==================== cdb_arbiter
==> cdb_arbiter/util_map.png <==
Drawn at 2 px/um. 19 x 19 tiles, from dark blue (low) to red (high), 0 to 100% covered.
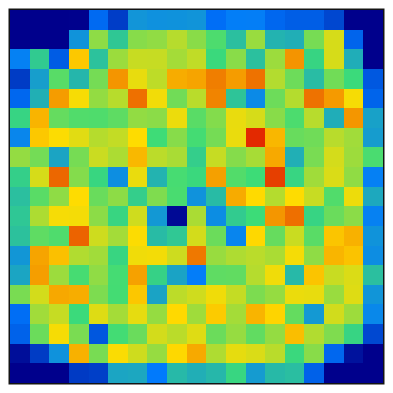
`config.mk`:
```
export PLATFORM = sky130hd
export DESIGN_NAME = cdb_arbiter
export DESIGN_NICKNAME = d
export VERILOG_FILES = /design/src/rtl/cdb_arbiter.sv
export SDC_FILE = /design/constraint.sdc
export NUM_CORES = 1
export LEC_CHECK = 0
export CAP_MARGIN = 15
export CORE_MARGIN = 2
export CORE_UTILIZATION = 45
export DETAILED_ROUTE_END_ITERATION = 10
export GPL_TIMING_DRIVEN = 0
export PLACE_DENSITY_LB_ADDON = 0.15
export SYNTH_ARGS = -nofsm -noshare
export SYNTH_HDL_FRONTEND = slang
export SYNTH_SLANG_ARGS = --single-unit
```
`constraint.sdc`:
```
create_clock -name clk -period 5.9 [get_ports clk]
set_input_delay 1.18 -clock clk [delete_from_list [all_inputs] [get_ports clk]]
set_output_delay 1.18 -clock clk [all_outputs]
set_load 0.01 [all_outputs]
```
`src/rtl/cdb_arbiter.sv`:
```
// Common-data-bus arbiter: four execution units each feed a private 2-entry
// result FIFO; a round-robin arbiter drains one result per cycle onto the CDB.
module cdb_arbiter (
    input  logic         clk,
    input  logic         rst,
    input  logic         flush,
    input  logic [3:0]   req_valid,
    input  logic [127:0] req_data,
    input  logic [31:0]  req_phy,
    output logic [3:0]   req_ready,
    output logic         cdb_valid,
    output logic [31:0]  cdb_data,
    output logic [7:0]   cdb_phy,
    output logic [1:0]   cdb_src,
    output logic         drop_err
);

    localparam int unsigned N_UNITS = 4;
    localparam int unsigned DATA_W  = 32;
    localparam int unsigned PHY_W   = 8;
    localparam int unsigned DEPTH   = 2;
    localparam int unsigned CNT_W   = 2;
    localparam int unsigned PTR_W   = 2;
    localparam int unsigned SLOT_W  = 1;

    typedef struct packed {
        logic [DATA_W-1:0] data;
        logic [PHY_W-1:0]  phy;
    } entry_t;

    entry_t             fifo_q  [N_UNITS][DEPTH];
    entry_t             fifo_d  [N_UNITS][DEPTH];
    logic [CNT_W-1:0]   count_q [N_UNITS];
    logic [CNT_W-1:0]   count_d [N_UNITS];
    logic [PTR_W-1:0]   rr_ptr_q;
    logic [PTR_W-1:0]   rr_ptr_d;

    logic [N_UNITS-1:0] nonempty_c;
    logic [N_UNITS-1:0] push_c;
    logic [N_UNITS-1:0] pop_c;
    logic               grant_c;
    logic [PTR_W-1:0]   winner_c;
    logic [PTR_W-1:0]   scan_idx_c;
    logic [SLOT_W-1:0]  wr_slot_c;
    entry_t             in_entry_c;

    logic [N_UNITS-1:0] req_ready_d;
    logic               cdb_valid_d;
    logic [DATA_W-1:0]  cdb_data_d;
    logic [PHY_W-1:0]   cdb_phy_d;
    logic [PTR_W-1:0]   cdb_src_d;
    logic               drop_err_d;

    // Occupancy seen by the arbiter is the pre-edge count only.
    always_comb begin
        nonempty_c = '0;
        for (int i = 0; i < N_UNITS; i++) begin
            nonempty_c[i] = (count_q[i] != '0);
        end
    end

    // Round-robin search starting at rr_ptr; flush suppresses any grant.
    always_comb begin
        grant_c    = 1'b0;
        winner_c   = rr_ptr_q;
        scan_idx_c = '0;
        for (int k = 0; k < N_UNITS; k++) begin
            scan_idx_c = rr_ptr_q + PTR_W'(k);
            if (!grant_c && nonempty_c[scan_idx_c]) begin
                grant_c  = 1'b1;
                winner_c = scan_idx_c;
            end
        end
        if (flush) begin
            grant_c = 1'b0;
        end
    end

    // Per-unit FIFO update: pop shifts slot 1 into the head, push lands
    // behind whatever survives the pop.
    always_comb begin
        fifo_d      = fifo_q;
        count_d     = count_q;
        push_c      = '0;
        pop_c       = '0;
        wr_slot_c   = '0;
        in_entry_c  = '0;
        req_ready_d = '0;
        for (int i = 0; i < N_UNITS; i++) begin
            push_c[i] = req_valid[i] & req_ready[i] & ~flush;
            pop_c[i]  = grant_c && (winner_c == PTR_W'(i));
            in_entry_c.data = req_data[i*DATA_W +: DATA_W];
            in_entry_c.phy  = req_phy[i*PHY_W +: PHY_W];
            wr_slot_c = SLOT_W'((count_q[i] != '0) && !pop_c[i]);
            if (pop_c[i]) begin
                fifo_d[i][0] = fifo_q[i][1];
            end
            if (push_c[i]) begin
                fifo_d[i][wr_slot_c] = in_entry_c;
            end
            if (flush) begin
                count_d[i] = '0;
            end else begin
                count_d[i] = count_q[i] + CNT_W'(push_c[i]) - CNT_W'(pop_c[i]);
            end
            req_ready_d[i] = (count_d[i] < CNT_W'(DEPTH));
        end
    end

    // CDB payload holds its last value when nothing is granted.
    always_comb begin
        rr_ptr_d    = rr_ptr_q;
        cdb_valid_d = grant_c;
        cdb_data_d  = cdb_data;
        cdb_phy_d   = cdb_phy;
        cdb_src_d   = cdb_src;
        drop_err_d  = drop_err | ((|(req_valid & ~req_ready)) & ~flush);
        if (grant_c) begin
            rr_ptr_d   = winner_c + PTR_W'(1);
            cdb_data_d = fifo_q[winner_c][0].data;
            cdb_phy_d  = fifo_q[winner_c][0].phy;
            cdb_src_d  = winner_c;
        end
    end

    always_ff @(posedge clk) begin
        if (rst) begin
            for (int i = 0; i < N_UNITS; i++) begin
                count_q[i] <= '0;
            end
            rr_ptr_q  <= '0;
            req_ready <= '1;
            cdb_valid <= 1'b0;
            cdb_data  <= '0;
            cdb_phy   <= '0;
            cdb_src   <= '0;
            drop_err  <= 1'b0;
        end else begin
            count_q   <= count_d;
            rr_ptr_q  <= rr_ptr_d;
            req_ready <= req_ready_d;
            cdb_valid <= cdb_valid_d;
            cdb_data  <= cdb_data_d;
            cdb_phy   <= cdb_phy_d;
            cdb_src   <= cdb_src_d;
            drop_err  <= drop_err_d;
        end
    end

    // Payload storage needs no reset: the counts decide what is live.
    always_ff @(posedge clk) begin
        fifo_q <= fifo_d;
    end

endmodule

```
==> reports/summary.txt <==
share of cells above drive strength 1 = 12.1%
Setup TNS = 0 ns
worst r2r src = count_q[1]
Flop+latch power = 3.28 mW
Post-Syn Area = 15000 um^2
CP Data Required Time = 6.31 ns
power in the clock group = 2.45 mW
Hold Crit Class = register to register
Most Crowded Layer GR = met2
PD cells = 369 nW/um^2
GRT Total Usage = 22.8%
ant diodes = 2
clk latency late pin = 0.52 ns
Post-synth EDFFs = 160
Tap Cells = 442
final wirelength = 40400 um
CTS tree = yes
critical path, cell by cell = clkdlybuf4s50_1, a31oi_1, nand2_1, buf_2, inv_1, ha_1, inv_1, ha_1, xnor2_1, xnor2_1, and2_1, inv_1
Hold-fix buffers, CTS = 0
Internal Power = 5.13 mW
PortBufs = 213
Max Used Layer = met5
clock tree buffer depth = 3
DIE AREA = 34800 um^2
Top Consumer = sequential cells
aoi share = 12.4%
CP max stage delay = 0.63 ns
met3 wire len = 2690 um
clock skew = 0.0198 ns
global-route wire length before repair = 61500 um
sequential share of power = 46.4%
H-tree levels = 2
first drt pass iteration count = 6
Post-CTS Setup Repair Bufs = 0
Dominant flop cell = dfxtp_1
vias in the first global route = 10700
met2 Usage GRT = 38.1%
Crit-path slowest cell = a31oi_1
CLK BUF = 67
Hold Startpoint = drop_err
reg-to-reg slack, setup = 2.29 ns
Place WS = 1.57 ns
status = finished clean
worst path bufs/invs = 5
Slew HR = 43.9%
Top area cell types = edfxtp_1 32%, dfxtp_1 29%, mux2i_1 11%
Worst EP arrival = 4.21 ns
met3 usage = 4.63%
yosys cell count = 1309
Clk pin slew, worst setup/hold paths = 0.06 ns
VDD IR max = 0.187 mV
OpenROAD warning count = 26
Signal buf overhead = 14.7%
post-synthesis cell count = 1309
Post-DP Area = 17900 um^2
yosys synthesis chip area = 15000 um^2
die height = 186 um
combinational power = 1.34 mW
XOR/XNOR Area Share = 0.468%
Num CTS Buffers = 41
inverters = 19
CTS resizes = 0
Synth top cell by count = dfxtp_1
Notes on cdb_arbiter/util_map.png above:
14% of the tiles are over 75% full. The mean over all tiles is 54%. The fullest tile reaches 95%. 5.3% of the tiles are nearly empty.
Init Core Util: 45.9%
Final Util: 58.7%
Core Area: 32600 um^2

==> layout by cell type (no fill, tap or decap), types with 6 or more instances in the layout <==
cell             count
dfxtp_1            218
nand2_1            214
clkdlybuf4s50_1    213
mux2i_1            168
edfxtp_1           160
nor2_1             132
a21oi_1            121
clkbuf_16           43
o21ai_0             42
buf_2               41
a21oi_2             40
clkbuf_1            37
a221o_1             33
inv_1               19
buf_6               19
buf_4                8
a22oi_1              8
xnor2_1              8
ha_1                 8
and2_1               7
mux2_2               6
o21ai_1              6

==================== audio_power_sequencer_flat
**config.mk**
```make
export PLATFORM = sky130hd
export DESIGN_NAME = audio_power_sequencer_flat
export DESIGN_NICKNAME = d
export VERILOG_FILES = /design/src/rtl/audio_power_sequencer_if.sv /design/src/rtl/audio_power_sequencer.sv /design/src/flat_wrapper.sv
export SDC_FILE = /design/constraint.sdc
export NUM_CORES = 1
export LEC_CHECK = 0
export ABC_AREA = 1
export CAP_MARGIN = 0
export CELL_PAD_IN_SITES_DETAIL_PLACEMENT = 0
export CELL_PAD_IN_SITES_GLOBAL_PLACEMENT = 1
export CORE_UTILIZATION = 31
export CTS_CLUSTER_DIAMETER = 60
export DETAILED_ROUTE_END_ITERATION = 8
export GPL_ROUTABILITY_DRIVEN = 0
export HOLD_SLACK_MARGIN = 0.12
export PLACE_DENSITY = 0.56
export SYNTH_ARGS = -nofsm -noshare
export SYNTH_HDL_FRONTEND = slang
export SYNTH_SLANG_ARGS = --single-unit
```
**constraint.sdc**
```tcl
create_clock -name clk_i -period 3.55 [get_ports clk_i]
set_clock_uncertainty 0.2 [all_clocks]
set_input_delay 0.71 -clock clk_i [delete_from_list [all_inputs] [get_ports clk_i]]
set_output_delay 0.71 -clock clk_i [all_outputs]
set_load 0.05 [all_outputs]
```
**src/rtl/audio_power_sequencer_if.sv**
```systemverilog
// Control bundle between the board-level glue and audio_power_sequencer.
//   master : board side, drives raw ready flags, sample tick, button and switches,
//            and observes the sequenced outputs.
//   slave  : the sequencer itself.
// Signal summary:
//   ready_i[NUM_READY]  subsystem ready flags (async)
//   sample_tick_i       one-cycle pulse per audio sample
//   button_i            raw button, active-low (async)
//   sw_i[NUM_SW]        raw switches (async)
//   switches_o          debounced switches
//   button_stb_o        short-press release strobe
//   long_stb_o          long-press threshold strobe
//   engine_srst_o       audio engine synchronous reset
//   relay_o             1 = effect path engaged
//   dac_mute_o          1 = DAC muted
//   bypass_o            current bypass selection
//   ready_o             sequencer in RUN
//   state_o             FSM state for LEDs/debug
interface audio_power_sequencer_if #(
   parameter int NUM_READY = 2,
   parameter int NUM_SW    = 3
);
   logic [NUM_READY-1:0] ready_i;
   logic                 sample_tick_i;
   logic                 button_i;
   logic [NUM_SW-1:0]    sw_i;
   logic [NUM_SW-1:0]    switches_o;
   logic                 button_stb_o;
   logic                 long_stb_o;
   logic                 engine_srst_o;
   logic                 relay_o;
   logic                 dac_mute_o;
   logic                 bypass_o;
   logic                 ready_o;
   logic [2:0]           state_o;

   modport master (
      output ready_i, sample_tick_i, button_i, sw_i,
      input  switches_o, button_stb_o, long_stb_o, engine_srst_o,
             relay_o, dac_mute_o, bypass_o, ready_o, state_o
   );

   modport slave (
      input  ready_i, sample_tick_i, button_i, sw_i,
      output switches_o, button_stb_o, long_stb_o, engine_srst_o,
             relay_o, dac_mute_o, bypass_o, ready_o, state_o
   );
endinterface

```
**src/rtl/audio_power_sequencer.sv**
```systemverilog
// Audio power sequencer: debounces switches and the button, sequences the
// audio engine reset, relay and DAC mute from the subsystem ready flags, and
// toggles bypass click-free by muting around every relay change.
// Ports:
//   clk_i    system clock
//   rst_n_i  asynchronous active-low reset
//   bus      audio_power_sequencer_if.slave (see interface file for signals)

// One raw asynchronous input: 2-FF synchroniser followed by a debouncer.
// q_o follows the synchronised input only after CYCLES consecutive clocks
// of disagreement; any agreeing clock restarts the count.
module aps_debounce #(
   parameter int   CYCLES  = 1200,
   parameter logic RST_VAL = 1'b0
) (
   input  logic clk_i,
   input  logic rst_n_i,
   input  logic d_i,
   output logic q_o
);
   localparam int CW = $clog2(CYCLES + 1);

   logic [1:0]    sync;
   logic [CW-1:0] cnt;

   always_ff @(posedge clk_i or negedge rst_n_i) begin
      if (!rst_n_i) begin
         sync <= {2{RST_VAL}};
         cnt  <= '0;
         q_o  <= RST_VAL;
      end else begin
         sync <= {sync[0], d_i};
         if (sync[1] == q_o) begin
            cnt <= '0;
         end else if (cnt == CW'(CYCLES - 1)) begin
            q_o <= sync[1];
            cnt <= '0;
         end else begin
            cnt <= cnt + CW'(1);
         end
      end
   end
endmodule

module audio_power_sequencer #(
   parameter int NUM_READY        = 2,
   parameter int NUM_SW           = 3,
   parameter int DEBOUNCE_CYCLES  = 1200,
   parameter int SETTLE_TICKS     = 4800,
   parameter int MUTE_TICKS       = 480,
   parameter int LONG_PRESS_TICKS = 48000
) (
   input logic                      clk_i,
   input logic                      rst_n_i,
   audio_power_sequencer_if.slave   bus
);
   typedef enum logic [2:0] {
      WAIT_READY = 3'd0,
      SETTLE     = 3'd1,
      RUN        = 3'd2,
      PRE_MUTE   = 3'd3,
      SWITCH     = 3'd4,
      POST_MUTE  = 3'd5
   } state_t;

   localparam int TMAX = (SETTLE_TICKS > MUTE_TICKS) ? SETTLE_TICKS : MUTE_TICKS;
   localparam int TW   = $clog2(TMAX + 1);
   localparam int PW   = $clog2(LONG_PRESS_TICKS + 1);

   // ---------------- input conditioning ----------------
   logic [NUM_SW-1:0]    sw_db;
   logic                 btn_db_n;
   logic                 btn_pressed;
   logic [NUM_READY-1:0] rdy_s1, rdy_s2;
   logic                 all_ready;

   for (genvar i = 0; i < NUM_SW; i++) begin : g_sw
      aps_debounce #(.CYCLES(DEBOUNCE_CYCLES), .RST_VAL(1'b0)) u_db (
         .clk_i   (clk_i),
         .rst_n_i (rst_n_i),
         .d_i     (bus.sw_i[i]),
         .q_o     (sw_db[i])
      );
   end

   // Button idles high; resetting its path to 1 avoids a phantom press at reset.
   aps_debounce #(.CYCLES(DEBOUNCE_CYCLES), .RST_VAL(1'b1)) u_btn (
      .clk_i   (clk_i),
      .rst_n_i (rst_n_i),
      .d_i     (bus.button_i),
      .q_o     (btn_db_n)
   );
   assign btn_pressed = ~btn_db_n;

   // Ready flags are level signals, only synchronised (no debounce).
   always_ff @(posedge clk_i or negedge rst_n_i) begin
      if (!rst_n_i) begin
         rdy_s1 <= '0;
         rdy_s2 <= '0;
      end else begin
         rdy_s1 <= bus.ready_i;
         rdy_s2 <= rdy_s1;
      end
   end
   assign all_ready = &rdy_s2;

   // ---------------- press timer ----------------
   // press_cnt saturates at the threshold, so press_cnt == LONG_PRESS_TICKS
   // on release means the long strobe already fired for this press.
   logic [PW-1:0] press_cnt;
   logic          btn_q;
   logic          button_stb, long_stb;

   always_ff @(posedge clk_i or negedge rst_n_i) begin
      if (!rst_n_i) begin
         press_cnt  <= '0;
         btn_q      <= 1'b0;
         button_stb <= 1'b0;
         long_stb   <= 1'b0;
      end else begin
         btn_q      <= btn_pressed;
         button_stb <= 1'b0;
         long_stb   <= 1'b0;
         if (btn_pressed) begin
            if (bus.sample_tick_i && press_cnt != PW'(LONG_PRESS_TICKS)) begin
               press_cnt <= press_cnt + PW'(1);
               if (press_cnt == PW'(LONG_PRESS_TICKS - 1))
                  long_stb <= 1'b1;
            end
         end else begin
            press_cnt <= '0;
            if (btn_q && press_cnt != PW'(LONG_PRESS_TICKS))
               button_stb <= 1'b1;
         end
      end
   end

   // ---------------- sequencer FSM ----------------
   state_t        state;
   logic [TW-1:0] tick_cnt;
   logic          srst, mute, relay, bypass, run;
   logic          settle_done, mute_done;

   // A zero settle time skips the tick wait entirely.
   assign settle_done = (SETTLE_TICKS == 0) ||
                        (bus.sample_tick_i && tick_cnt == TW'(SETTLE_TICKS - 1));
   assign mute_done   = bus.sample_tick_i && tick_cnt == TW'(MUTE_TICKS - 1);

   always_ff @(posedge clk_i or negedge rst_n_i) begin
      if (!rst_n_i) begin
         state    <= WAIT_READY;
         tick_cnt <= '0;
         srst     <= 1'b1;
         mute     <= 1'b1;
         relay    <= 1'b0;
         bypass   <= 1'b0;
         run      <= 1'b0;
      end else begin
         if (bus.sample_tick_i)
            tick_cnt <= tick_cnt + TW'(1);
         // Losing any ready flag wins over everything, including a press.
         if (state != WAIT_READY && !all_ready) begin
            state    <= WAIT_READY;
            tick_cnt <= '0;
            srst     <= 1'b1;
            mute     <= 1'b1;
            relay    <= 1'b0;
            run      <= 1'b0;
         end else begin
            case (state)
               WAIT_READY: if (all_ready) begin
                  state    <= SETTLE;
                  tick_cnt <= '0;
                  srst     <= 1'b0;
                  relay    <= ~bypass;
               end
               SETTLE: if (settle_done) begin
                  state    <= RUN;
                  tick_cnt <= '0;
                  mute     <= 1'b0;
                  run      <= 1'b1;
               end
               RUN: if (button_stb) begin
                  state    <= PRE_MUTE;
                  tick_cnt <= '0;
                  mute     <= 1'b1;
                  run      <= 1'b0;
               end
               PRE_MUTE: if (mute_done) begin
                  state    <= SWITCH;
                  tick_cnt <= '0;
                  bypass   <= ~bypass;
                  relay    <= bypass;   // = !(new bypass)
               end
               SWITCH: begin
                  state    <= POST_MUTE;
                  tick_cnt <= '0;
               end
               POST_MUTE: if (mute_done) begin
                  state    <= RUN;
                  tick_cnt <= '0;
                  mute     <= 1'b0;
                  run      <= 1'b1;
               end
               default: begin
                  state    <= WAIT_READY;
                  tick_cnt <= '0;
                  srst     <= 1'b1;
                  mute     <= 1'b1;
                  relay    <= 1'b0;
                  run      <= 1'b0;
               end
            endcase
         end
      end
   end

   assign bus.switches_o    = sw_db;
   assign bus.button_stb_o  = button_stb;
   assign bus.long_stb_o    = long_stb;
   assign bus.engine_srst_o = srst;
   assign bus.relay_o       = relay;
   assign bus.dac_mute_o    = mute;
   assign bus.bypass_o      = bypass;
   assign bus.ready_o       = run;
   assign bus.state_o       = state;
endmodule

```
**src/flat_wrapper.sv**
```systemverilog
// flat-port wrapper written by rule: the top's interface ports become plain ports
module audio_power_sequencer_flat 
#(
   parameter int NUM_READY        = 2,
   parameter int NUM_SW           = 3,
   parameter int DEBOUNCE_CYCLES  = 1200,
   parameter int SETTLE_TICKS     = 4800,
   parameter int MUTE_TICKS       = 480,
   parameter int LONG_PRESS_TICKS = 48000
)
  (clk_i, rst_n_i, bus_ready_i, bus_sample_tick_i, bus_button_i, bus_sw_i, bus_switches_o, bus_button_stb_o, bus_long_stb_o, bus_engine_srst_o, bus_relay_o, bus_dac_mute_o, bus_bypass_o, bus_ready_o, bus_state_o);
  audio_power_sequencer_if #(.NUM_READY(NUM_READY), .NUM_SW(NUM_SW)) bus_i ();
  input logic clk_i;
  input logic rst_n_i;
  input wire logic [$bits(bus_i.ready_i)-1:0] bus_ready_i;
  input wire logic [$bits(bus_i.sample_tick_i)-1:0] bus_sample_tick_i;
  input wire logic [$bits(bus_i.button_i)-1:0] bus_button_i;
  input wire logic [$bits(bus_i.sw_i)-1:0] bus_sw_i;
  output wire logic [$bits(bus_i.switches_o)-1:0] bus_switches_o;
  output wire logic [$bits(bus_i.button_stb_o)-1:0] bus_button_stb_o;
  output wire logic [$bits(bus_i.long_stb_o)-1:0] bus_long_stb_o;
  output wire logic [$bits(bus_i.engine_srst_o)-1:0] bus_engine_srst_o;
  output wire logic [$bits(bus_i.relay_o)-1:0] bus_relay_o;
  output wire logic [$bits(bus_i.dac_mute_o)-1:0] bus_dac_mute_o;
  output wire logic [$bits(bus_i.bypass_o)-1:0] bus_bypass_o;
  output wire logic [$bits(bus_i.ready_o)-1:0] bus_ready_o;
  output wire logic [$bits(bus_i.state_o)-1:0] bus_state_o;
  assign bus_i.ready_i = bus_ready_i;
  assign bus_i.sample_tick_i = bus_sample_tick_i;
  assign bus_i.button_i = bus_button_i;
  assign bus_i.sw_i = bus_sw_i;
  assign bus_switches_o = bus_i.switches_o;
  assign bus_button_stb_o = bus_i.button_stb_o;
  assign bus_long_stb_o = bus_i.long_stb_o;
  assign bus_engine_srst_o = bus_i.engine_srst_o;
  assign bus_relay_o = bus_i.relay_o;
  assign bus_dac_mute_o = bus_i.dac_mute_o;
  assign bus_bypass_o = bus_i.bypass_o;
  assign bus_ready_o = bus_i.ready_o;
  assign bus_state_o = bus_i.state_o;
  audio_power_sequencer #(.NUM_READY(NUM_READY), .NUM_SW(NUM_SW), .DEBOUNCE_CYCLES(DEBOUNCE_CYCLES), .SETTLE_TICKS(SETTLE_TICKS), .MUTE_TICKS(MUTE_TICKS), .LONG_PRESS_TICKS(LONG_PRESS_TICKS)) u_core (.clk_i(clk_i), .rst_n_i(rst_n_i), .bus(bus_i));
endmodule
```
==> audio_power_sequencer_flat/clock_wires.png <==
Drawn at 3 px/um.
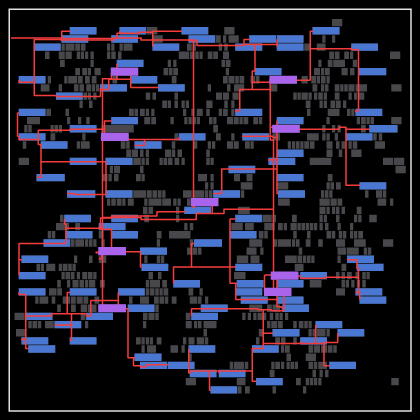
Key: purple = clock-net drivers [count 9]; blue = flip-flops [count 100]; red = clock wires [length 1430 um]
There are 10 routed clock nets.
power in the clock group: 980 uW
clock group share of total power: 29.9%
clk latency late pin: 0.35 ns

==> reports/summary.txt <==
number of remaining DRC errors = 0
Hold Startpoint = u_core.rdy_s1[0]
Tot Pwr = 3.27 mW
# setup viols final = 0
WHS Path Cells = 0
VDD IR max = 0.357 mV
initial antenna violation count = 0
Setup crit start = bus_sample_tick_i
met1 GRT Util = 17.7%
Hold-fix buffers, CTS = 0
MI comb cells = 467
reg-to-reg slack, setup = 1.59 ns
status = finished clean
yosys synthesis chip area = 5350 um^2
I/O pin total = 22
CTS resizes = 0
site row count = 47
sequential portion of the cell area = 41.4%
Final ANT Viol Nets = 0
Tap Cells = 220
Internal Power = 2.09 mW
## layout by cell type, fill, tap and decap left out, types with 14 or more instances in the layout
| cell | n |
|---|---|
| nand4_1 | 14 |
| nand3_1 | 56 |
| clkdlybuf4s50_1 | 20 |
| inv_1 | 74 |
| nor3_1 | 30 |
| dfrtp_1 | 95 |
| xor2_1 | 22 |
| nor2_1 | 83 |
| o21ai_0 | 20 |
| a21oi_1 | 15 |
| nand2_1 | 144 |
## cell families after synthesis
group	share of synthesized area, %
xor+xnor	4.42
fa+ha+maj	1.64
mux	0.187
flops	46.9
buf+inv	7.74
simple gates	34.3
compound gates	4.88

==================== i2c_slave_tx
==> i2c_slave_tx/m3.png <==
Drawn at 8 px/um.
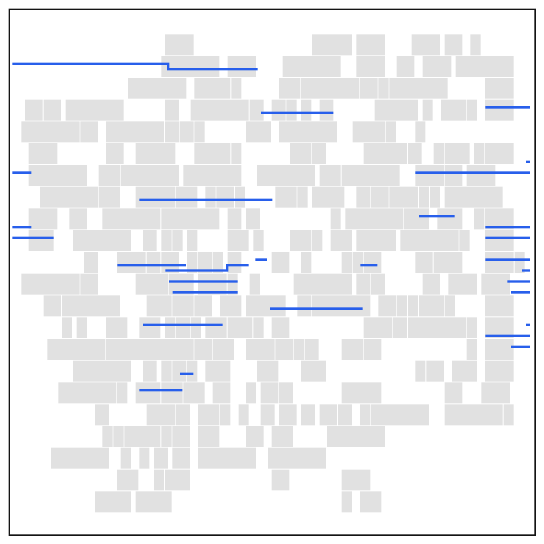
$ cat config.mk
export PLATFORM = sky130hd
export DESIGN_NAME = i2c_slave_tx
export DESIGN_NICKNAME = d
export VERILOG_FILES = /design/src/rtl/i2c_pkg.sv /design/src/rtl/i2c_bus_sync.sv /design/src/rtl/i2c_slave_tx.sv
export SDC_FILE = /design/constraint.sdc
export NUM_CORES = 1
export LEC_CHECK = 0
export CORE_UTILIZATION = 47
export CTS_CLUSTER_DIAMETER = 100
export CTS_CLUSTER_SIZE = 8
export DETAILED_ROUTE_END_ITERATION = 16
export GPL_TIMING_DRIVEN = 0
export MAX_ROUTING_LAYER = met4
export PLACE_DENSITY = 0.74
export SLEW_MARGIN = 40
export SYNTH_ARGS = -nofsm -noshare
export SYNTH_HDL_FRONTEND = slang
export SYNTH_SLANG_ARGS = --single-unit
$ cat constraint.sdc
create_clock -name i_clk -period 2.4 [get_ports i_clk]
set_input_delay 0.36 -clock i_clk [delete_from_list [all_inputs] [get_ports i_clk]]
set_output_delay 0.36 -clock i_clk [all_outputs]
set_load 0.03 [all_outputs]
$ cat src/rtl/i2c_pkg.sv
// rtl/i2c_pkg.sv - shared I2C types and constants
package i2c_pkg;

  typedef enum logic [2:0] {
    ST_IDLE,
    ST_ADDR,
    ST_ADDR_ACK,
    ST_TX_BYTE,
    ST_RX_ACK,
    ST_WAIT_STOP
  } i2c_stx_state_t;

  localparam logic I2C_RW_READ = 1'b1;
  localparam int   SYNC_STAGES = 2;

endpackage

$ cat src/rtl/i2c_bus_sync.sv
// rtl/i2c_bus_sync.sv - SCL/SDA synchronizer with edge, START and STOP detection
module i2c_bus_sync
  import i2c_pkg::*;
(
  input  logic i_clk,
  input  logic i_rst_n,
  input  logic i_scl,
  input  logic i_sda,
  output logic o_sda,
  output logic o_scl_rise,
  output logic o_scl_fall,
  output logic o_start,
  output logic o_stop
);

  logic [SYNC_STAGES-1:0] scl_sync_q, scl_sync_d, sda_sync_q, sda_sync_d;
  logic scl_prev_q, scl_prev_d, sda_prev_q, sda_prev_d;
  logic scl_rise_q, scl_rise_d, scl_fall_q, scl_fall_d;
  logic start_q, start_d, stop_q, stop_d;
  logic scl_s, sda_s;

  assign scl_s = scl_sync_q[SYNC_STAGES-1];
  assign sda_s = sda_sync_q[SYNC_STAGES-1];

  // Pulses are registered so the SDA level presented with them is the same-age sample.
  always_comb begin
    scl_sync_d = {scl_sync_q[SYNC_STAGES-2:0], i_scl};
    sda_sync_d = {sda_sync_q[SYNC_STAGES-2:0], i_sda};
    scl_prev_d = scl_s;
    sda_prev_d = sda_s;
    scl_rise_d = scl_s & ~scl_prev_q;
    scl_fall_d = ~scl_s & scl_prev_q;
    start_d    = scl_s & scl_prev_q & ~sda_s & sda_prev_q;
    stop_d     = scl_s & scl_prev_q & sda_s & ~sda_prev_q;
  end

  always_ff @(posedge i_clk) begin
    if (!i_rst_n) begin
      scl_sync_q <= {SYNC_STAGES{1'b1}};
      sda_sync_q <= {SYNC_STAGES{1'b1}};
      scl_prev_q <= 1'b1;
      sda_prev_q <= 1'b1;
      scl_rise_q <= 1'b0;
      scl_fall_q <= 1'b0;
      start_q    <= 1'b0;
      stop_q     <= 1'b0;
    end else begin
      scl_sync_q <= scl_sync_d;
      sda_sync_q <= sda_sync_d;
      scl_prev_q <= scl_prev_d;
      sda_prev_q <= sda_prev_d;
      scl_rise_q <= scl_rise_d;
      scl_fall_q <= scl_fall_d;
      start_q    <= start_d;
      stop_q     <= stop_d;
    end
  end

  assign o_sda      = sda_prev_q;
  assign o_scl_rise = scl_rise_q;
  assign o_scl_fall = scl_fall_q;
  assign o_start    = start_q;
  assign o_stop     = stop_q;

endmodule

$ cat src/rtl/i2c_slave_tx.sv
// rtl/i2c_slave_tx.sv - I2C slave transmitter; clock stretching when I2C_SLAVE_TX_CLK_STRETCH_EN is defined
module i2c_slave_tx
  import i2c_pkg::*;
#(
  parameter logic [6:0] ADDR = 7'h50
) (
  input  logic       i_clk,
  input  logic       i_rst_n,
  input  logic       i_en,
  input  logic       i_scl,
  input  logic       i_sda,
  output logic       o_scl_oe,
  output logic       o_sda_oe,
  input  logic [7:0] i_tx_data,
  input  logic       i_tx_valid,
  output logic       o_tx_ready,
  output logic       o_busy,
  output logic       o_addr_hit,
  output logic       o_byte_done,
  output logic       o_nack,
  output logic       o_underrun
);

  logic sync_rst_n, sda_s, scl_rise, scl_fall, start_det, stop_det;
  i2c_stx_state_t state_q, state_d;
  logic [7:0] sr_q, sr_d, hold_q, hold_d, tx_byte;
  logic [2:0] cnt_q, cnt_d;
  logic sda_oe_q, sda_oe_d, hold_full_q, hold_full_d;
  logic addr_hit_q, addr_hit_d, byte_done_q, byte_done_d;
  logic nack_q, nack_d, underrun_q, underrun_d;
  logic load_pt, consume;
`ifdef I2C_SLAVE_TX_CLK_STRETCH_EN
  logic scl_oe_q, scl_oe_d, stall_q, stall_d;
  logic [1:0] str_cnt_q, str_cnt_d;
`endif

  assign sync_rst_n = i_rst_n & i_en;

  i2c_bus_sync u_sync (
    .i_clk      (i_clk),
    .i_rst_n    (sync_rst_n),
    .i_scl      (i_scl),
    .i_sda      (i_sda),
    .o_sda      (sda_s),
    .o_scl_rise (scl_rise),
    .o_scl_fall (scl_fall),
    .o_start    (start_det),
    .o_stop     (stop_det)
  );

  always_comb begin
    state_d     = state_q;
    sr_d        = sr_q;
    cnt_d       = cnt_q;
    sda_oe_d    = sda_oe_q;
    addr_hit_d  = 1'b0;
    byte_done_d = 1'b0;
    nack_d      = nack_q;
    underrun_d  = underrun_q;
    consume     = 1'b0;
    tx_byte     = hold_full_q ? hold_q : i_tx_data;
    // cnt_q==0 in the ACK states means the bit that precedes a data byte is done.
    load_pt     = (state_q == ST_ADDR_ACK || state_q == ST_RX_ACK) && cnt_q == 3'd0 && scl_fall;
`ifdef I2C_SLAVE_TX_CLK_STRETCH_EN
    scl_oe_d  = scl_oe_q;
    stall_d   = stall_q;
    str_cnt_d = str_cnt_q;
    if (str_cnt_q != 2'd0) begin
      str_cnt_d = str_cnt_q - 2'd1;
      if (str_cnt_q == 2'd1) scl_oe_d = 1'b0;
    end
    if (stall_q) load_pt = 1'b1;
`endif

    case (state_q)
      ST_ADDR: if (scl_rise) begin
        sr_d  = {sr_q[6:0], sda_s};
        cnt_d = cnt_q - 3'd1;
        if (cnt_q == 3'd0) begin
          if (sr_q[6:0] == ADDR && sda_s == I2C_RW_READ) begin
            state_d    = ST_ADDR_ACK;
            addr_hit_d = 1'b1;
            cnt_d      = 3'd1;
          end else begin
            state_d = ST_WAIT_STOP;
          end
        end
      end
      ST_ADDR_ACK: if (scl_fall && cnt_q == 3'd1) begin
        sda_oe_d = 1'b1;
        cnt_d    = 3'd0;
      end
      ST_TX_BYTE: if (scl_fall) begin
        if (cnt_q == 3'd0) begin
          sda_oe_d = 1'b0;
          state_d  = ST_RX_ACK;
          cnt_d    = 3'd1;
        end else begin
          sr_d     = {sr_q[6:0], 1'b0};
          sda_oe_d = ~sr_q[6];
          cnt_d    = cnt_q - 3'd1;
        end
      end
      ST_RX_ACK: if (scl_rise && cnt_q == 3'd1) begin
        byte_done_d = 1'b1;
        if (sda_s) begin
          nack_d  = 1'b1;
          state_d = ST_WAIT_STOP;
        end else begin
          cnt_d = 3'd0;
        end
      end
      default: sda_oe_d = 1'b0;
    endcase

    if (load_pt) begin
      if (hold_full_q || i_tx_valid) begin
        consume  = 1'b1;
        sr_d     = tx_byte;
        sda_oe_d = ~tx_byte[7];
        cnt_d    = 3'd7;
        state_d  = ST_TX_BYTE;
`ifdef I2C_SLAVE_TX_CLK_STRETCH_EN
        stall_d = 1'b0;
        if (stall_q) str_cnt_d = 2'd2;
`endif
      end else begin
`ifdef I2C_SLAVE_TX_CLK_STRETCH_EN
        stall_d  = 1'b1;
        scl_oe_d = 1'b1;
`else
        sr_d       = 8'hFF;
        sda_oe_d   = 1'b0;
        cnt_d      = 3'd7;
        state_d    = ST_TX_BYTE;
        underrun_d = 1'b1;
`endif
      end
    end

    if (start_det || stop_det) begin
      state_d    = start_det ? ST_ADDR : ST_IDLE;
      cnt_d      = 3'd7;
      sda_oe_d   = 1'b0;
      consume    = 1'b0;
      addr_hit_d = 1'b0;
      if (start_det) begin
        nack_d     = 1'b0;
        underrun_d = 1'b0;
      end
`ifdef I2C_SLAVE_TX_CLK_STRETCH_EN
      scl_oe_d  = 1'b0;
      stall_d   = 1'b0;
      str_cnt_d = 2'd0;
`endif
    end

    hold_d      = hold_q;
    hold_full_d = hold_full_q;
    if (consume && i_en) begin
      hold_full_d = 1'b0;
    end else if (i_tx_valid && !hold_full_q) begin
      hold_full_d = 1'b1;
      hold_d      = i_tx_data;
    end
  end

  // The holding register survives i_en=0; only a real reset empties it.
  always_ff @(posedge i_clk) begin
    if (!i_rst_n) begin
      hold_q      <= 8'h00;
      hold_full_q <= 1'b0;
    end else begin
      hold_q      <= hold_d;
      hold_full_q <= hold_full_d;
    end
  end

  always_ff @(posedge i_clk) begin
    if (!sync_rst_n) begin
      state_q     <= ST_IDLE;
      sr_q        <= 8'h00;
      cnt_q       <= 3'd7;
      sda_oe_q    <= 1'b0;
      addr_hit_q  <= 1'b0;
      byte_done_q <= 1'b0;
      nack_q      <= 1'b0;
      underrun_q  <= 1'b0;
`ifdef I2C_SLAVE_TX_CLK_STRETCH_EN
      scl_oe_q    <= 1'b0;
      stall_q     <= 1'b0;
      str_cnt_q   <= 2'd0;
`endif
    end else begin
      state_q     <= state_d;
      sr_q        <= sr_d;
      cnt_q       <= cnt_d;
      sda_oe_q    <= sda_oe_d;
      addr_hit_q  <= addr_hit_d;
      byte_done_q <= byte_done_d;
      nack_q      <= nack_d;
      underrun_q  <= underrun_d;
`ifdef I2C_SLAVE_TX_CLK_STRETCH_EN
      scl_oe_q    <= scl_oe_d;
      stall_q     <= stall_d;
      str_cnt_q   <= str_cnt_d;
`endif
    end
  end

  assign o_sda_oe = sda_oe_q & sync_rst_n;
`ifdef I2C_SLAVE_TX_CLK_STRETCH_EN
  assign o_scl_oe = scl_oe_q & sync_rst_n;
`else
  assign o_scl_oe = 1'b0;
`endif
  assign o_tx_ready  = ~hold_full_q;
  assign o_busy      = (state_q == ST_ADDR_ACK) || (state_q == ST_TX_BYTE) || (state_q == ST_RX_ACK);
  assign o_addr_hit  = addr_hit_q;
  assign o_byte_done = byte_done_q;
  assign o_nack      = nack_q;
  assign o_underrun  = underrun_q;

endmodule

==> reports/summary.txt <==
status = finished clean
OpenROAD warning count = 28
Largest regs = hold_q: 8 flops, sr_q: 7 flops
Final min period = 2.28 ns
Tot Pwr = 1.29 mW
Worst EP arrival = 1.92 ns
CTS tree = yes
number of flip-flops in the largest register = 8
met2 Usage GRT = 32.2%
Worst path top cell family by delay = buffers and inverters
RSZ-0062 raised after global routing = no
worst setup margin = 0.119 ns
met3 wire len = 183 um
Final ANT Viol Nets = 0
Pins Over Slew Limit = 0
sequential share of power = 48.8%
Hold Startpoint = u_sync.sda_sync_q[0]
inverters = 16
DIE AREA = 4300 um^2
clock tree buffer depth = 2
VDD IR max = 0.432 mV
CLK BUF = 6
Combinational Power Share = 7.8%
Syn. warnings = 0
Final Util = 60.1%
Post-synth EDFFs = 0
Num CTS Buffers = 5
DP Wirelength = 2940 um
non-filler cells in the finished layout = 299
CTS resizes = 3
net switching power = 283 uW
Clk pin slew, worst setup/hold paths = 0.07 ns
leakage power total = 0.893 nW
Internal Power = 1.01 mW
tally of unique sky130hd cells used after synthesis = 49
MI comb cells = 157
yosys cell count = 225
first drt pass iteration count = 4
post-synth net total = 242
I/O pin total = 22
Hold Slack = 0.411 ns
number of remaining DRC errors = 0
ant diodes = 0
Max-cap violations = 0
# setup viols final = 0
Synth top cell by count = dfxtp_1
sequential portion of the cell area = 32.7%
Place WS = 0.00694 ns
largest area contributor in the netlist = dfxtp_1
average instance area after synthesis = 8.44 um^2
Tap Cells = 48
crit path kind = register to primary output
Final Net Count = 267
GR Overflow Total = 0
Worst setup SP type = register
FF-to-FF End = sr_q[6]
met1 GRT Util = 26.2%
worst path bufs/invs = 4
PortBufs = 19
About i2c_slave_tx/m3.png:
The longest straight run is 19.3 um. The layer carries 183 um of wire.
vias: 1665
met3 usage: 4.34%

-- power by group through the flow --
stage	Combinational, mW	Clock [mW]	Sequential (mW)
floorplan	0.0632	0	0.644
global placement	0.100	0	0.645
detailed placement	0.101	0	0.645
CTS	0.101	0.572	0.631
global route	0.111	0.596	0.632
finish	0.101	0.561	0.631
-- cell families after synthesis --
group	synth area share, %
fa+ha+maj	1.98
buf+inv	7.19
xor+xnor	0.462
flops	39.0
compound gates	22.1
simple gates	24.3
mux	4.75
other cells	0.198

==================== motor_step_gen
**src/rtl/motor_step_gen.sv**
```systemverilog
// ============================================================================
// Module      : motor_step_gen
// Description : Step/direction pulse generator for a stepper driver.
//               Optional end-stop abort enabled by macro STEP_TERM_STOP_EN.
// Revision    : 1.0 - initial release
// ============================================================================
`default_nettype none

module motor_step_gen #(
  parameter int DIR_SETUP = 25
) (
  input  logic        CLK,
  input  logic        reset,
  input  logic        load,
  input  logic [14:0] divider,
  input  logic [11:0] stepsToGo,
  input  logic        dirInput,
  input  logic        term,
  output logic        step,
  output logic        dir,
  output logic        activeMode,
  output logic        done,
  output logic        stopped,
  output logic [11:0] remaining
);

  // A zero setup time would make the SETUP counter underflow, so clamp to 1.
  localparam int          c_SETUP_LEN = (DIR_SETUP < 1) ? 1 : DIR_SETUP;
  localparam logic [14:0] c_SETUP_CNT = 15'(c_SETUP_LEN - 1);

  typedef enum logic [1:0] {
    IDLE  = 2'd0,
    SETUP = 2'd1,
    HIGH  = 2'd2,
    LOW   = 2'd3
  } state_t;

  state_t      r_state;
  state_t      w_stateNext;
  logic [14:0] r_cnt;
  logic [14:0] w_cntNext;
  logic [14:0] r_div;
  logic [14:0] w_divNext;
  logic [14:0] w_effDiv;
  logic [11:0] r_remaining;
  logic [11:0] w_remNext;
  logic [11:0] w_remDec;
  logic        r_dir;
  logic        w_dirNext;
  logic        r_done;
  logic        w_doneNext;
  logic        r_stopped;
  logic        w_stoppedNext;
  logic        w_termStop;

`ifdef STEP_TERM_STOP_EN
  logic r_termMeta;
  logic r_termSync;

  always_ff @(posedge CLK) begin
    if (reset) begin
      r_termMeta <= 1'b0;
      r_termSync <= 1'b0;
    end else begin
      r_termMeta <= ~term;
      r_termSync <= r_termMeta;
    end
  end

  // Only motion towards the end-stop (dir=0) is cut short.
  assign w_termStop = r_termSync & ~r_dir;
`else
  logic w_unusedTerm;
  assign w_unusedTerm = term;
  assign w_termStop   = 1'b0;
`endif

  assign w_effDiv = (divider == 15'd0) ? 15'd1 : divider;
  assign w_remDec = (r_remaining != 12'd0) ? (r_remaining - 12'd1) : 12'd0;

  always_comb begin
    w_stateNext   = r_state;
    w_cntNext     = r_cnt;
    w_divNext     = r_div;
    w_remNext     = r_remaining;
    w_dirNext     = r_dir;
    w_doneNext    = 1'b0;
    w_stoppedNext = r_stopped;
    case (r_state)
      IDLE: begin
        if (load) begin
          w_dirNext     = dirInput;
          w_remNext     = stepsToGo;
          w_divNext     = w_effDiv;
          w_stoppedNext = 1'b0;
          if (stepsToGo == 12'd0) begin
            w_doneNext = 1'b1;
          end else begin
            w_stateNext = SETUP;
            w_cntNext   = c_SETUP_CNT;
          end
        end
      end
      SETUP: begin
        if (w_termStop) begin
          w_stateNext   = IDLE;
          w_cntNext     = 15'd0;
          w_doneNext    = 1'b1;
          w_stoppedNext = 1'b1;
        end else if (r_cnt == 15'd0) begin
          w_stateNext = HIGH;
          w_cntNext   = r_div - 15'd1;
        end else begin
          w_cntNext = r_cnt - 15'd1;
        end
      end
      HIGH: begin
        // A pending abort waits for the high phase to finish so the pulse is never truncated.
        if (r_cnt == 15'd0) begin
          if (w_termStop) begin
            w_stateNext   = IDLE;
            w_cntNext     = 15'd0;
            w_doneNext    = 1'b1;
            w_stoppedNext = 1'b1;
          end else begin
            w_stateNext = LOW;
            w_cntNext   = r_div - 15'd1;
          end
        end else begin
          w_cntNext = r_cnt - 15'd1;
        end
      end
      LOW: begin
        if (w_termStop) begin
          w_stateNext   = IDLE;
          w_cntNext     = 15'd0;
          w_doneNext    = 1'b1;
          w_stoppedNext = 1'b1;
        end else if (r_cnt == 15'd0) begin
          w_remNext = w_remDec;
          if (w_remDec != 12'd0) begin
            w_stateNext = HIGH;
            w_cntNext   = r_div - 15'd1;
          end else begin
            w_stateNext = IDLE;
            w_cntNext   = 15'd0;
            w_doneNext  = 1'b1;
          end
        end else begin
          w_cntNext = r_cnt - 15'd1;
        end
      end
      default: begin
        w_stateNext = IDLE;
        w_cntNext   = 15'd0;
      end
    endcase
  end

  always_ff @(posedge CLK) begin
    if (reset) begin
      r_state     <= IDLE;
      r_cnt       <= 15'd0;
      r_div       <= 15'd0;
      r_remaining <= 12'd0;
      r_dir       <= 1'b0;
      r_done      <= 1'b0;
      r_stopped   <= 1'b0;
    end else begin
      r_state     <= w_stateNext;
      r_cnt       <= w_cntNext;
      r_div       <= w_divNext;
      r_remaining <= w_remNext;
      r_dir       <= w_dirNext;
      r_done      <= w_doneNext;
      r_stopped   <= w_stoppedNext;
    end
  end

  assign step       = (r_state == HIGH);
  assign activeMode = (r_state != IDLE);
  assign dir        = r_dir;
  assign done       = r_done;
  assign stopped    = r_stopped;
  assign remaining  = r_remaining;

endmodule

`default_nettype wire

```
**config.mk**
```make
export PLATFORM = sky130hd
export DESIGN_NAME = motor_step_gen
export DESIGN_NICKNAME = d
export VERILOG_FILES = /design/src/rtl/motor_step_gen.sv
export SDC_FILE = /design/constraint.sdc
export NUM_CORES = 1
export LEC_CHECK = 0
export ABC_AREA = 0
export CAP_MARGIN = 20
export CORE_MARGIN = 2
export CORE_UTILIZATION = 34
export CTS_CLUSTER_DIAMETER = 60
export DETAILED_ROUTE_END_ITERATION = 6
export PLACE_DENSITY = 0.63
export SLEW_MARGIN = 10
export SYNTH_ARGS = -nofsm -noshare
export SYNTH_HDL_FRONTEND = slang
export SYNTH_SLANG_ARGS = --single-unit
```
**constraint.sdc**
```tcl
create_clock -name CLK -period 4.8 [get_ports CLK]
set_input_delay 0.72 -clock CLK [delete_from_list [all_inputs] [get_ports CLK]]
set_output_delay 0.72 -clock CLK [all_outputs]
set_load 0.01 [all_outputs]
```
==> motor_step_gen/port_trees.png <==
Drawn at 3 px/um.
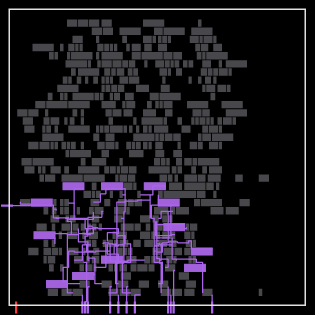
Key: red = `term` [bits 1, direction input, edge bottom, end cells 0]; purple = `remaining` [bits 12, direction output, edge 11 bottom, 1 left, end cells 12, wire 697 um]
PortBufs: 46
I/O pin total: 49

==> reports/summary.txt <==
Signal buf overhead = 13.5%
Worst path top cell family by delay = simple AND/OR/NAND/NOR gates
multi-input logic area = 1880 um^2
die height = 98.2 um
status = finished clean
Crit. End Element = register
Max-cap violations = 0
tally of unique sky130hd cells used after synthesis = 56
top cell category = logic gates
Tap Cells = 108
Post-CTS Setup Repair Bufs = 0
simple share = 27.3%
Init Core Util = 34.8%
Top area cell types = dfxtp_1 31%, nand2_1 9.5%, a21oi_1 5.1%
met3 wire len = 332 um
CTS resizes = 0
Pins Over Slew Limit = 0
Post-synth ARST share = 0%
sw frac = 49.9%
Fin. Hold Viols = 0
clk latency late pin = 0.31 ns
fa+ha+maj area frac = 3.73%
Final Cycle Share = 61.4%
Crit-path slowest cell = nor3_1
Place WS = 1.77 ns
ClkCell Share = 2.97%
Die X = 98.2 um
-- worst paths after layout --
path | start | to | slack, ns | cells after the start
worst max-delay path | remaining[4] | r_cnt[1] | 1.85 | 7
worst min-delay path | dir | dir | 0.47 | 2
worst max register to register | remaining[4] | r_cnt[1] | 1.85 | 7
worst min register to register | dir | dir | 0.47 | 2
-- registers in the layout, summed over array words and instances (netlist names) --
name,cells
r_cnt,15
r_div,15
remaining,12
r_state,2
dir,1
done,1

==================== parity_frame_rx
File: src/rtl/parity_frame_rx.sv
// Even-parity serial frame receiver: start, LSB-first data, parity, stop.
// Reports the recovered word, parity/framing errors and saturating counters.
module parity_frame_rx #(
  parameter int DATA_W = 3,
  parameter int CNT_W  = 8
) (
  input  logic              clk,
  input  logic              rst_n,
  input  logic              din,
  input  logic              din_valid,
  output logic [DATA_W-1:0] data_out,
  output logic              out_valid,
  output logic              parity_err,
  output logic              frame_err,
  output logic              busy,
  output logic [CNT_W-1:0]  frame_cnt,
  output logic [CNT_W-1:0]  err_cnt
);

  localparam logic [1:0] IDLE   = 2'd0;
  localparam logic [1:0] DATA   = 2'd1;
  localparam logic [1:0] PARITY = 2'd2;
  localparam logic [1:0] STOP   = 2'd3;

  localparam int BCW = $clog2(DATA_W + 1);
  localparam logic [BCW-1:0] LAST = BCW'(DATA_W - 1);
  localparam logic [CNT_W-1:0] CMAX = {CNT_W{1'b1}};

  logic [1:0]        r_state;
  logic [1:0]        w_state_nx;
  logic [BCW-1:0]    r_bcnt;
  logic [DATA_W-1:0] r_shift;
  logic [DATA_W-1:0] w_shift_nx;
  logic              r_par;
  logic              r_busy;
  logic [DATA_W-1:0] r_data;
  logic              r_valid;
  logic              r_perr;
  logic              r_ferr;
  logic [CNT_W-1:0]  r_fcnt;
  logic [CNT_W-1:0]  r_ecnt;

  logic w_idle;
  logic w_data;
  logic w_parity;
  logic w_stop;
  logic w_last;
  logic w_perr;
  logic w_ferr;
  logic w_done;

  assign w_idle   = (r_state == IDLE);
  assign w_data   = (r_state == DATA);
  assign w_parity = (r_state == PARITY);
  assign w_stop   = (r_state == STOP);
  assign w_last   = (r_bcnt == LAST);

  // First bit received must end up at bit 0.
  generate
    if (DATA_W == 1) begin : g_sh1
      assign w_shift_nx = din;
    end else begin : g_shn
      assign w_shift_nx = {din, r_shift[DATA_W-1:1]};
    end
  endgenerate

  assign w_perr = ^{r_shift, r_par};
  assign w_ferr = ~din;
  assign w_done = din_valid & w_stop;

  always_comb begin
    w_state_nx = r_state;
    if (din_valid) begin
      unique case (1'b1)
        w_idle:   if (!din) w_state_nx = DATA;
        w_data:   if (w_last) w_state_nx = PARITY;
        w_parity: w_state_nx = STOP;
        w_stop:   w_state_nx = IDLE;
        default:  w_state_nx = IDLE;
      endcase
    end
  end

  always_ff @(posedge clk or negedge rst_n) begin
    if (!rst_n) begin
      r_state <= IDLE;
      r_busy  <= 1'b0;
      r_bcnt  <= '0;
      r_shift <= '0;
      r_par   <= 1'b0;
    end else if (din_valid) begin
      r_state <= w_state_nx;
      r_busy  <= (w_state_nx != IDLE);
      if (w_idle && !din) r_bcnt <= '0;
      if (w_data) begin
        r_shift <= w_shift_nx;
        r_bcnt  <= r_bcnt + 1'b1;
      end
      if (w_parity) r_par <= din;
    end
  end

  always_ff @(posedge clk or negedge rst_n) begin
    if (!rst_n) begin
      r_data  <= '0;
      r_valid <= 1'b0;
      r_perr  <= 1'b0;
      r_ferr  <= 1'b0;
      r_fcnt  <= '0;
      r_ecnt  <= '0;
    end else begin
      r_valid <= w_done;
      if (w_done) begin
        r_data <= r_shift;
        r_perr <= w_perr;
        r_ferr <= w_ferr;
        if (r_fcnt != CMAX) r_fcnt <= r_fcnt + 1'b1;
        if ((w_perr || w_ferr) && (r_ecnt != CMAX))
          r_ecnt <= r_ecnt + 1'b1;
      end
    end
  end

  assign data_out   = r_data;
  assign out_valid  = r_valid;
  assign parity_err = r_perr;
  assign frame_err  = r_ferr;
  assign busy       = r_busy;
  assign frame_cnt  = r_fcnt;
  assign err_cnt    = r_ecnt;

endmodule

File: config.mk
export PLATFORM = sky130hd
export DESIGN_NAME = parity_frame_rx
export DESIGN_NICKNAME = d
export VERILOG_FILES = /design/src/rtl/parity_frame_rx.sv
export SDC_FILE = /design/constraint.sdc
export NUM_CORES = 1
export LEC_CHECK = 0
export CAP_MARGIN = 30
export CORE_MARGIN = 1.5
export CORE_UTILIZATION = 50
export CTS_CLUSTER_DIAMETER = 50
export DETAILED_ROUTE_END_ITERATION = 7
export GPL_ROUTABILITY_DRIVEN = 0
export GPL_TIMING_DRIVEN = 0
export PLACE_DENSITY = 0.86
export SLEW_MARGIN = 20
export SYNTH_ARGS = -nofsm -noshare
export SYNTH_HDL_FRONTEND = slang
export SYNTH_SLANG_ARGS = --single-unit
export TNS_END_PERCENT = 100
File: constraint.sdc
create_clock -name clk -period 1.7 [get_ports clk]
set_input_delay 0.425 -clock clk [delete_from_list [all_inputs] [get_ports clk]]
set_output_delay 0.425 -clock clk [all_outputs]
set_load 0.005 [all_outputs]
==> reports/summary.txt <==
Worst path top cell family by delay = buffers and inverters
Worst setup SP type = register
Post-synth EDFFs = 0
XOR/XNOR Area Share = 11.9%
Area leader share = 53.9%
Final Cycle Share = 98.2%
Flop+latch power = 1.14 mW
non-clock buffer instance count of the final layout = 42
vias in the first global route = 1115
fmax = 599 MHz
CP Data Required Time = 1.27 ns
non-filler cells in the finished layout = 208
met3 wire len = 156 um
MI comb cells = 91
simple share = 15.0%
GRT Total Usage = 21.5%
clock tree buffer depth = 2
CP max stage delay = 0.53 ns
sw frac = 35.9%
most common logic cells in the final layout = 27 x dfrtp_1, 25 x nand2_1, 20 x clkdlybuf4s50_1
Critical path destination = err_cnt[0]
Top Consumer = sequential cells
CTS tree = yes
Comb area share = 33.3%
average instance area after synthesis = 11.1 um^2
H-tree levels = 2
inverters = 6
stages on the worst setup path = 1
DRT iter0 DRCs = 15
first drt pass iteration count = 4
Area Growth Syn to Fin = 32.5%
Post-synth ARST share = 100%
status = finished clean
yosys cell count = 130
Post-CTS Setup Repair Bufs = 13
site row count = 19
GR Overflow Total = 0
Final Net Count = 184
CTS resizes = 5
Worst EP arrival = 1.24 ns
Pins Over Slew Limit = 0
top cells by count, synth = 31 x dfrtp_1, 25 x nand2_1, 13 x xor2_1
Clock Sinks = 31
leakage power total = 0.957 nW
initial antenna violation count = 0
die height = 56.6 um
Top area cell types = dfrtp_1 54%, xor2_1 7.9%, nand2_1 6.5%
Init Core Util = 52.6%
Syn. warnings = 0
[metal layers]
metal,global-route usage [%],up-vias
met4,10.9,0
li1,-,538
met1,26.5,559
met5,0,-
met2,33.7,28
met3,6.91,8
[stage by stage]
stage	util (%)	area [um^2]	total power [mW]	setup WS (ns)	hold slack [ns]
CTS	68.9	1880	2.73	0.00254	0.132
global placement	63.2	1730	2.14	-0.438	0.460
global route	69.7	1910	2.91	-0.0194	0.164
detailed placement	63.0	1720	2.21	-0.531	0.471
finish	69.7	1910	2.72	0.0312	0.123
floorplan	-	1440	1.77	0.140	0.129
==> parity_frame_rx/port_trees.png <==
Drawn at 4 px/um.
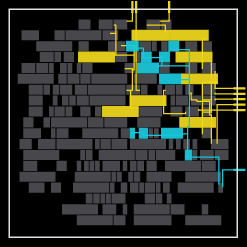
Key: cyan = `din` [bits 1, direction input, edge right, end cells 10, wire 93.9 um]; yellow = `err_cnt` [bits 8, direction output, edge 5 right, 3 top, end cells 8, wire 193 um]
I/O pin total: 27
PortBufs: 25



==> gallery <==
Congestion heat map.
shot_01.png
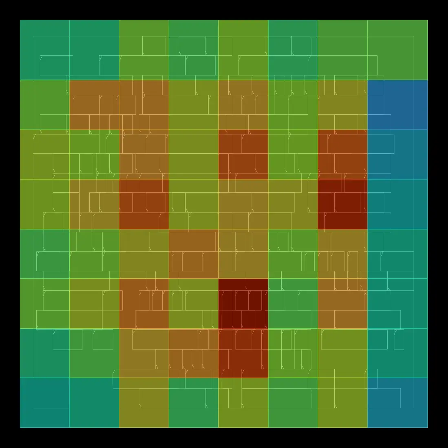
shot_02.png
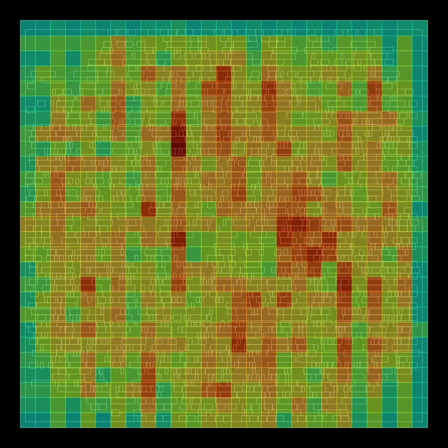
shot_03.png
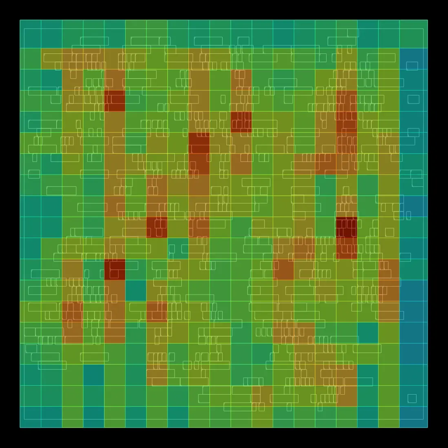
shot_04.png
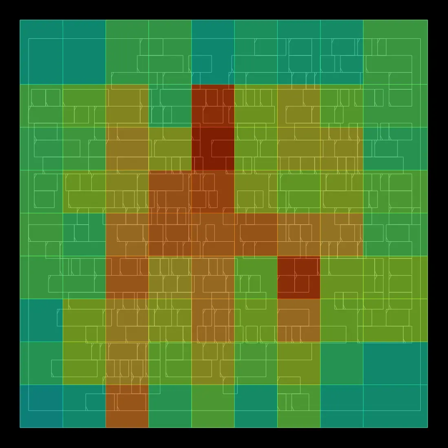
shot_05.png
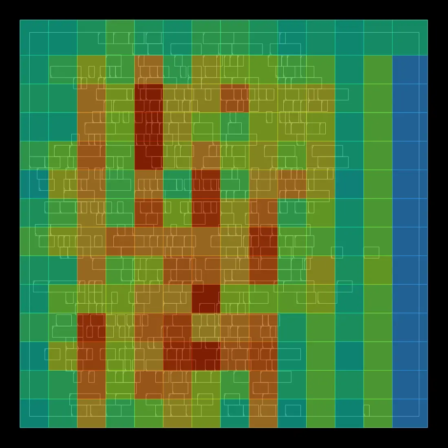
shot_03.png is audio_power_sequencer_flat.
shot_01.png is parity_frame_rx.
shot_02.png is cdb_arbiter.
shot_05.png is motor_step_gen.
shot_04.png is i2c_slave_tx.
The one with the highest utilization is shot_01.png.
The one with the lowest track usage is shot_03.png.

Power is estimated from default activity; no workload was simulated.
